=== block 1 ===
==> block_1/clocks.png <==
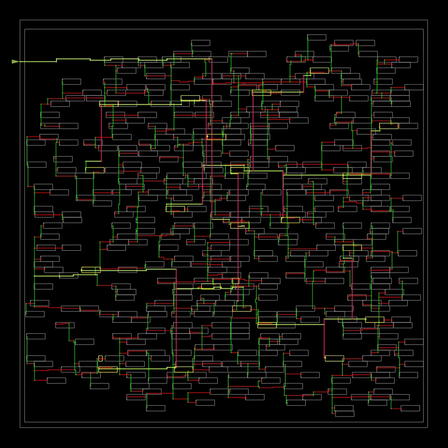

`src/rtl/instruction_fetch.sv`:
```
// instruction_fetch: PC register, in-order imem word requests, PC tracking
// of in-flight requests, output FIFO to decode, redirect with stale kill.
// Ports:
//   clk, rstn                       clock / async active-low reset
//   o_imem_req_valid/i_imem_req_ready/o_imem_addr   fetch request channel
//   i_imem_rsp_valid/i_imem_rsp_data                in-order response
//   i_redirect_valid/i_redirect_pc                  restart fetch at a new PC
//   o_instr_valid/i_instr_ready/o_instruction/o_instr_pc   decode handshake
module instruction_fetch #(
  parameter int              XLEN     = 32,
  parameter logic [XLEN-1:0] RESET_PC = 32'h0000_0000,
  parameter int              DEPTH    = 4
) (
  input  logic            clk,
  input  logic            rstn,
  output logic            o_imem_req_valid,
  input  logic            i_imem_req_ready,
  output logic [XLEN-1:0] o_imem_addr,
  input  logic            i_imem_rsp_valid,
  input  logic [XLEN-1:0] i_imem_rsp_data,
  input  logic            i_redirect_valid,
  input  logic [XLEN-1:0] i_redirect_pc,
  output logic            o_instr_valid,
  input  logic            i_instr_ready,
  output logic [XLEN-1:0] o_instruction,
  output logic [XLEN-1:0] o_instr_pc
);

  localparam int AW = $clog2(DEPTH);
  localparam int CW = AW + 1;
  localparam logic [CW:0] LIM = DEPTH[CW:0];

  logic [XLEN-1:0] r_pc;
  logic [XLEN-1:0] r_npc;
  logic            r_npc_v;
  logic            r_pending;
  logic [CW-1:0]   r_inflight;
  logic [CW-1:0]   r_kill;

  logic [XLEN-1:0] r_pcq [DEPTH];
  logic [AW-1:0]   r_pcq_wp;
  logic [AW-1:0]   r_pcq_rp;

  logic [XLEN-1:0] r_fdat [DEPTH];
  logic [XLEN-1:0] r_fpc  [DEPTH];
  logic [AW-1:0]   r_fwp;
  logic [AW-1:0]   r_frp;
  logic [CW-1:0]   r_fcnt;

  logic [CW:0]     w_used;
  logic            w_credit;
  logic            w_req_valid;
  logic            w_fire;
  logic            w_hold;
  logic            w_drop;
  logic            w_wr;
  logic            w_fvalid;
  logic            w_pop;
  logic [XLEN-1:0] w_tgt;
  logic [XLEN-1:0] w_rsp_pc;
  logic [CW-1:0]   w_inflight_n;
  logic            w_unused;

  assign w_used = {1'b0, r_inflight}
                + {1'b0, r_fcnt};
  assign w_credit = w_used < LIM;

  // A request once raised is held by r_pending
  // even if the credit check later fails.
  assign w_req_valid = rstn
                     & (w_credit | r_pending);
  assign w_fire = w_req_valid & i_imem_req_ready;
  assign w_hold = w_req_valid & ~i_imem_req_ready;

  assign w_drop = i_imem_rsp_valid
                & (r_kill != '0);
  assign w_wr   = i_imem_rsp_valid
                & ~w_drop
                & ~i_redirect_valid;

  assign w_fvalid = r_fcnt != '0;
  assign w_pop    = w_fvalid & i_instr_ready;

  assign w_tgt    = {i_redirect_pc[XLEN-1:2], 2'b00};
  assign w_unused = ^i_redirect_pc[1:0];
  assign w_rsp_pc = r_pcq[r_pcq_rp];

  assign w_inflight_n = r_inflight
                      + CW'(w_fire)
                      - CW'(i_imem_rsp_valid);

  assign o_imem_req_valid = w_req_valid;
  assign o_imem_addr      = r_pc;
  assign o_instr_valid    = w_fvalid;
  assign o_instruction    = r_fdat[r_frp];
  assign o_instr_pc       = r_fpc[r_frp];

  // A redirect that lands while a request is held
  // parks its target in r_npc; the held request
  // still goes out at the old address and is
  // marked stale (r_npc_v) so it joins the kill.
  always_ff @(posedge clk or negedge rstn) begin
    if (!rstn) begin
      r_pc    <= RESET_PC;
      r_npc   <= RESET_PC;
      r_npc_v <= 1'b0;
    end else if (i_redirect_valid) begin
      if (w_hold) begin
        r_npc   <= w_tgt;
        r_npc_v <= 1'b1;
      end else begin
        r_pc    <= w_tgt;
        r_npc_v <= 1'b0;
      end
    end else if (w_fire) begin
      r_pc    <= r_npc_v ? r_npc
                         : r_pc + XLEN'(4);
      r_npc_v <= 1'b0;
    end
  end

  always_ff @(posedge clk or negedge rstn) begin
    if (!rstn) begin
      r_inflight <= '0;
      r_kill     <= '0;
      r_pending  <= 1'b0;
    end else begin
      r_inflight <= w_inflight_n;
      r_pending  <= w_hold;
      if (i_redirect_valid) begin
        r_kill <= w_inflight_n;
      end else begin
        r_kill <= r_kill
                - CW'(w_drop)
                + CW'(w_fire & r_npc_v);
      end
    end
  end

  always_ff @(posedge clk or negedge rstn) begin
    if (!rstn) begin
      r_pcq_wp <= '0;
      r_pcq_rp <= '0;
      for (int i = 0; i < DEPTH; i++) begin
        r_pcq[i] <= '0;
      end
    end else begin
      if (w_fire) begin
        r_pcq[r_pcq_wp] <= r_pc;
        r_pcq_wp        <= r_pcq_wp + AW'(1);
      end
      if (i_imem_rsp_valid) begin
        r_pcq_rp <= r_pcq_rp + AW'(1);
      end
    end
  end

  always_ff @(posedge clk or negedge rstn) begin
    if (!rstn) begin
      r_fwp  <= '0;
      r_frp  <= '0;
      r_fcnt <= '0;
      for (int i = 0; i < DEPTH; i++) begin
        r_fdat[i] <= '0;
        r_fpc[i]  <= '0;
      end
    end else begin
      if (w_wr) begin
        r_fdat[r_fwp] <= i_imem_rsp_data;
        r_fpc[r_fwp]  <= w_rsp_pc;
      end
      if (i_redirect_valid) begin
        r_frp  <= r_fwp;
        r_fcnt <= '0;
      end else begin
        if (w_wr) begin
          r_fwp <= r_fwp + AW'(1);
        end
        if (w_pop) begin
          r_frp <= r_frp + AW'(1);
        end
        r_fcnt <= r_fcnt
                + CW'(w_wr)
                - CW'(w_pop);
      end
    end
  end

`ifndef SYNTHESIS
  always_ff @(posedge clk) begin
    if (rstn && i_imem_rsp_valid) begin
      assert (r_inflight != '0)
        else $error("imem response with nothing in flight");
    end
  end
`endif

endmodule

```
`config.mk`:
```
export PLATFORM = sky130hd
export DESIGN_NAME = instruction_fetch
export DESIGN_NICKNAME = d
export VERILOG_FILES = /design/src/rtl/instruction_fetch.sv
export SDC_FILE = /design/constraint.sdc
export NUM_CORES = 1
export LEC_CHECK = 0
export CAP_MARGIN = 40
export CORE_MARGIN = 2
export CORE_UTILIZATION = 53
export CTS_CLUSTER_DIAMETER = 150
export CTS_CLUSTER_SIZE = 25
export DETAILED_ROUTE_END_ITERATION = 6
export GPL_TIMING_DRIVEN = 0
export MAX_ROUTING_LAYER = met4
export PLACE_DENSITY = 0.77
export SETUP_SLACK_MARGIN = 0.5
export SYNTH_ARGS = -nofsm -noshare
export SYNTH_HDL_FRONTEND = slang
export SYNTH_SLANG_ARGS = --single-unit
```
`constraint.sdc`:
```
create_clock -name clk -period 3.2 [get_ports clk]
set_input_delay 0.64 -clock clk [delete_from_list [all_inputs] [get_ports clk]]
set_output_delay 0.64 -clock clk [all_outputs]
set_load 0.05 [all_outputs]
```
=== block 2 ===
`config.mk`:
```
export PLATFORM = sky130hd
export DESIGN_NAME = shift_register_nbit
export DESIGN_NICKNAME = d
export VERILOG_FILES = /design/src/rtl/shift_register_nbit.sv
export SDC_FILE = /design/constraint.sdc
export NUM_CORES = 1
export LEC_CHECK = 0
export ABC_AREA = 1
export CAP_MARGIN = 20
export CORE_MARGIN = 4
export CORE_UTILIZATION = 29
export CTS_CLUSTER_DIAMETER = 150
export CTS_CLUSTER_SIZE = 40
export DETAILED_ROUTE_END_ITERATION = 7
export DONT_BUFFER_PORTS = 1
export HOLD_SLACK_MARGIN = 0.08
export PLACE_DENSITY = 0.53
export SKIP_CTS_REPAIR_TIMING = 1
export SYNTH_ARGS = -nofsm -noshare
export SYNTH_HDL_FRONTEND = slang
export SYNTH_SLANG_ARGS = --single-unit
export TNS_END_PERCENT = 30
```
`constraint.sdc`:
```
create_clock -name clk -period 1.1 [get_ports clk]
set_input_delay 0.11 -clock clk [delete_from_list [all_inputs] [get_ports clk]]
set_output_delay 0.11 -clock clk [all_outputs]
set_load 0.03 [all_outputs]
```
`src/rtl/shift_register_nbit.sv`:
```
// N-bit data-path register with single-cycle parallel load and multi-cycle
// shift/rotate operations driven by a start/busy/done handshake.
module shift_register_nbit #(
   parameter int WIDTH = 8,
   parameter int AMT_W = 4
) (
   input  logic             clk,
   input  logic             clr,
   input  logic             load,
   input  logic [WIDTH-1:0] inp,
   input  logic             start,
   input  logic [1:0]       mode,
   input  logic [AMT_W-1:0] amount,
   input  logic             sin,
   output logic [WIDTH-1:0] Q,
   output logic             sout,
   output logic             busy,
   output logic             done
);

   typedef enum logic {
      IDLE  = 1'b0,
      SHIFT = 1'b1
   } state_t;

   state_t             r_state;
   state_t             w_nextState;
   logic [AMT_W-1:0]   r_count;
   logic [AMT_W-1:0]   w_nextCount;
   logic [1:0]         r_mode;
   logic [1:0]         w_nextMode;
   logic [WIDTH-1:0]   r_q;
   logic [WIDTH-1:0]   w_nextQ;
   logic               r_sout;
   logic               w_nextSout;
   logic               r_busy;
   logic               w_nextBusy;
   logic               r_done;
   logic               w_nextDone;
   logic [WIDTH-1:0]   w_shiftQ;
   logic               w_shiftOut;

   always_comb begin
      w_shiftQ   = r_q;
      w_shiftOut = r_sout;
      case (r_mode)
         2'b00: begin
            w_shiftQ   = {r_q[WIDTH-2:0], sin};
            w_shiftOut = r_q[WIDTH-1];
         end
         2'b01: begin
            w_shiftQ   = {sin, r_q[WIDTH-1:1]};
            w_shiftOut = r_q[0];
         end
         2'b10: begin
            w_shiftQ   = {r_q[WIDTH-1], r_q[WIDTH-1:1]};
            w_shiftOut = r_q[0];
         end
         default: begin
            w_shiftQ   = {r_q[WIDTH-2:0], r_q[WIDTH-1]};
            w_shiftOut = r_q[WIDTH-1];
         end
      endcase
   end

   // Load beats start in IDLE; everything on the inputs is ignored while shifting.
   always_comb begin
      w_nextState = r_state;
      w_nextCount = r_count;
      w_nextMode  = r_mode;
      w_nextQ     = r_q;
      w_nextSout  = r_sout;
      w_nextBusy  = r_busy;
      w_nextDone  = 1'b0;
      case (r_state)
         IDLE: begin
            if (load) begin
               w_nextQ = inp;
            end else if (start) begin
               if (amount == '0) begin
                  w_nextDone = 1'b1;
               end else begin
                  w_nextMode  = mode;
                  w_nextCount = amount;
                  w_nextBusy  = 1'b1;
                  w_nextState = SHIFT;
               end
            end
         end
         SHIFT: begin
            w_nextQ     = w_shiftQ;
            w_nextSout  = w_shiftOut;
            w_nextCount = r_count - AMT_W'(1);
            if (r_count == AMT_W'(1)) begin
               w_nextState = IDLE;
               w_nextBusy  = 1'b0;
               w_nextDone  = 1'b1;
            end
         end
         default: begin
            w_nextState = IDLE;
            w_nextBusy  = 1'b0;
         end
      endcase
   end

   always_ff @(posedge clk or negedge clr) begin
      if (!clr) begin
         r_state <= IDLE;
         r_count <= '0;
         r_mode  <= '0;
         r_q     <= '0;
         r_sout  <= 1'b0;
         r_busy  <= 1'b0;
         r_done  <= 1'b0;
      end else begin
         r_state <= w_nextState;
         r_count <= w_nextCount;
         r_mode  <= w_nextMode;
         r_q     <= w_nextQ;
         r_sout  <= w_nextSout;
         r_busy  <= w_nextBusy;
         r_done  <= w_nextDone;
      end
   end

   assign Q    = r_q;
   assign sout = r_sout;
   assign busy = r_busy;
   assign done = r_done;

endmodule

```

## Gallery

The metal 3 layer.
Plate I
(6 px per um) Cells faint in the background.
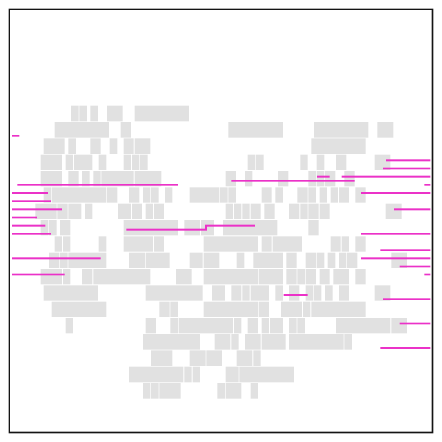
Plate II
(2 px per um) Cells faint in the background.
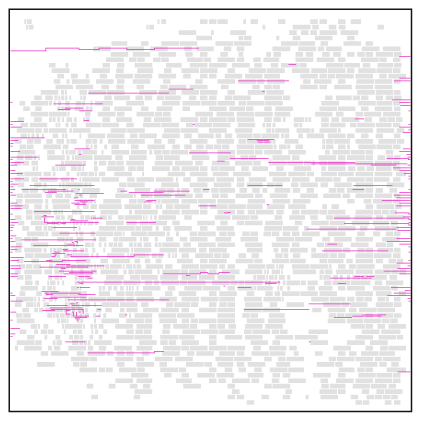
- largest die: Plate II
For block 1, see Plate II.
For block 2, see Plate I.

==> block_2/metal_density.png <==
(4 px per um) The die is cut into 14 by 14 equal tiles; dark purple is low, yellow is high, scaled to the fullest tile. Values are wire area over tile area, all layers added.
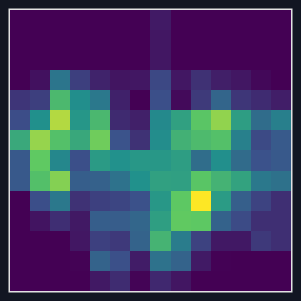
tiles over half the peak: 19%
densest ninth of the die: west
nearly empty tiles: 33%
emptiest ninth of the die: north-east

==> run summary, block 2 <==
Notes on the physical implementation.

- There are 18 flip-flops and latches.
- The final tally of max-slew violations is 0, for reference.
- The power report attributes to the clock group a share of 0.121.
- Hold-check failures listed in the final report amount to 0.
- Derived from the worst setup path, the maximum achievable clock frequency is 850 MHz.
- Per the detail_route report, the via count comes to 1108.
- The post-synth count of flops with an enable pin is 0.
- The final reports fail on setup timing.
- The most common cell in the synthesized netlist is sky130_fd_sc_hd__nand2_1.
- After technology mapping, the gate count stands at 158.
- The register with the most flip-flops in the layout has 8 of them.
- The share of cells above drive strength 1 is 0.246, for reference.
- The end-of-flow timing check tallies setup violations at 9.
- The flow ran to the end, but the final reports show violations.
- The launch point of the worst path is r_mode[0], for reference.
- The area share of the largest cell type after synthesis is 0.400, for reference.
- In the placement report, post-DP HPWL is listed as 2100 um.
- Routing resource usage on met2 recorded by global route was 0.191.
- The tap cell count is 48, for reference.
- Setup slack on the critical path of the routed design comes to -0.0762 ns.
- The power per standard cell area is 2980 mW/mm2, for reference.
- The largest individual stage delay along the critical path comes from the cell sky130_fd_sc_hd__dfrtp_2.
- Together, buffers and inverters on the worst path number 2.
- The most common logic cell in the final layout is sky130_fd_sc_hd__nand2_1.
- The worst path required time is 1.25 ns, for reference.
- The starting utilization of the core area is 0.303, for reference.
- The worst voltage drop across the vdd grid is 0.00110 V, for reference.
- The final routed DRC violation total is 0, for reference.
- The first-pass GRT wire length is 4820 um, for reference.
- The clock-cell share of area is 0.0362, for reference.
- The area recorded from the Yosys report for this design is 0.00112 mm2.
- The post-synthesis share of cell area spent on and-or and or-and gates is 0.0990, for reference.
- According to the floorplan report, the die height is 70.3 um.
- Of the total power, the share spent switching nets is 0.475.
- Among the non-sequential cells, simple AND/OR/NAND/NOR gates take the most area.
- The library cell used as clock root buffer is sky130_fd_sc_hd__clkbuf_8, for reference.
- The cell-mix breakdown from Yosys lists the XOR/XNOR area share as 0.
- The number of stages on the worst setup path is 8, for reference.
- Setup repair after global routing could not meet its margin everywhere.
- Summed over all instances, the cell type with the most area after synthesis is sky130_fd_sc_hd__dfrtp_1.
- For this run, the register share of the synthesized area comes to 0.400.
- The top fanout value on the critical path is 7, for reference.
- The cell with the most instances on the worst path is sky130_fd_sc_hd__nand2_1, for reference.
- The highest metal layer carrying signal wires in the routed design is met4.
==> block_1/detail.png <==
Window x 125 to 175, y 125 to 175 um. Cells in gray, sequential cells in the stronger gray; small squares are vias.
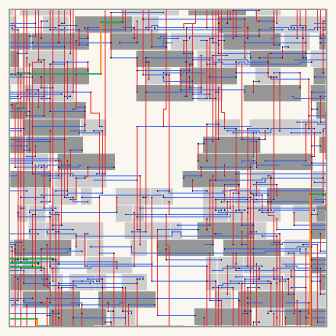
legend:
  green:
    layer: metal 3
  red:
    layer: metal 2
  orange:
    layer: metal 4
  blue:
    layer: metal 1
most frequent: dfrtp_1 (32), mux2_2 (31), buf_2 (16)
cells with their middle in the window: 98
sequential cells in the window: 32
netlist names of flops here include: r_fdat (20), r_fpc (12)

## Picture notes: block_1/clocks.png
Clk. pwr: 0.00290 W
sequential cell count: 447
total clock buffers created by CTS: 21
clk latency late pin: 0.55 ns

==> run summary, block 1 <==
Notes on the physical implementation.

- The post-synthesis share of cell area spent on and-or and or-and gates is 0.0323, for reference.
- For this run, the script counts the antenna cells in the layout as 0.
- In the global route stage, overall resource usage came out at 0.232.
- Post-route period utilization is reported as 0.891.
- The H-tree depth is 1, for reference.
- The report shows a maximum critical-path fanout of 4.
- The run finished with clean final reports.
- The share of total power in the clock network is 0.121, for reference.
- The post-synthesis share of cell area spent on xor and xnor gates is 0.0111, for reference.
- The final timing report lists a max-slew violation count of 0.
- The worst setup margin is 0.348 ns, for reference.
- met3 track demand over resource after global routing is 0.0304.
- The worst hold-check path type is primary input to async pin, for reference.
- The cell with the most instances after synthesis is sky130_fd_sc_hd__dfrtp_1, for reference.
- Headroom to the max-slew limit came out at 0.479.
- The shortest clock period the worst path allows after layout is 2.85 ns, for reference.


==> gallery <==
I/O pins on the die edge.
picture 1
(2 px per um) Pins as bars across the die edge, other pins in gray.
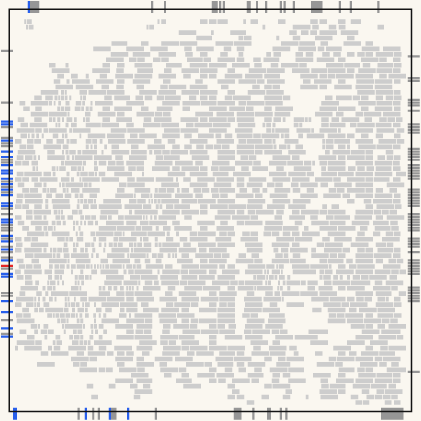
picture 2
(6 px per um) Pins as bars across the die edge, other pins in gray.
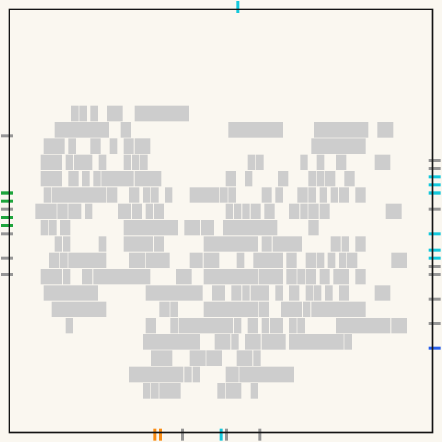
block 1: picture 1
block 2: picture 2
Of these, largest die: picture 1
Of these, most pins: picture 1

No activity file was given, so power comes from the tool's default toggle rates.
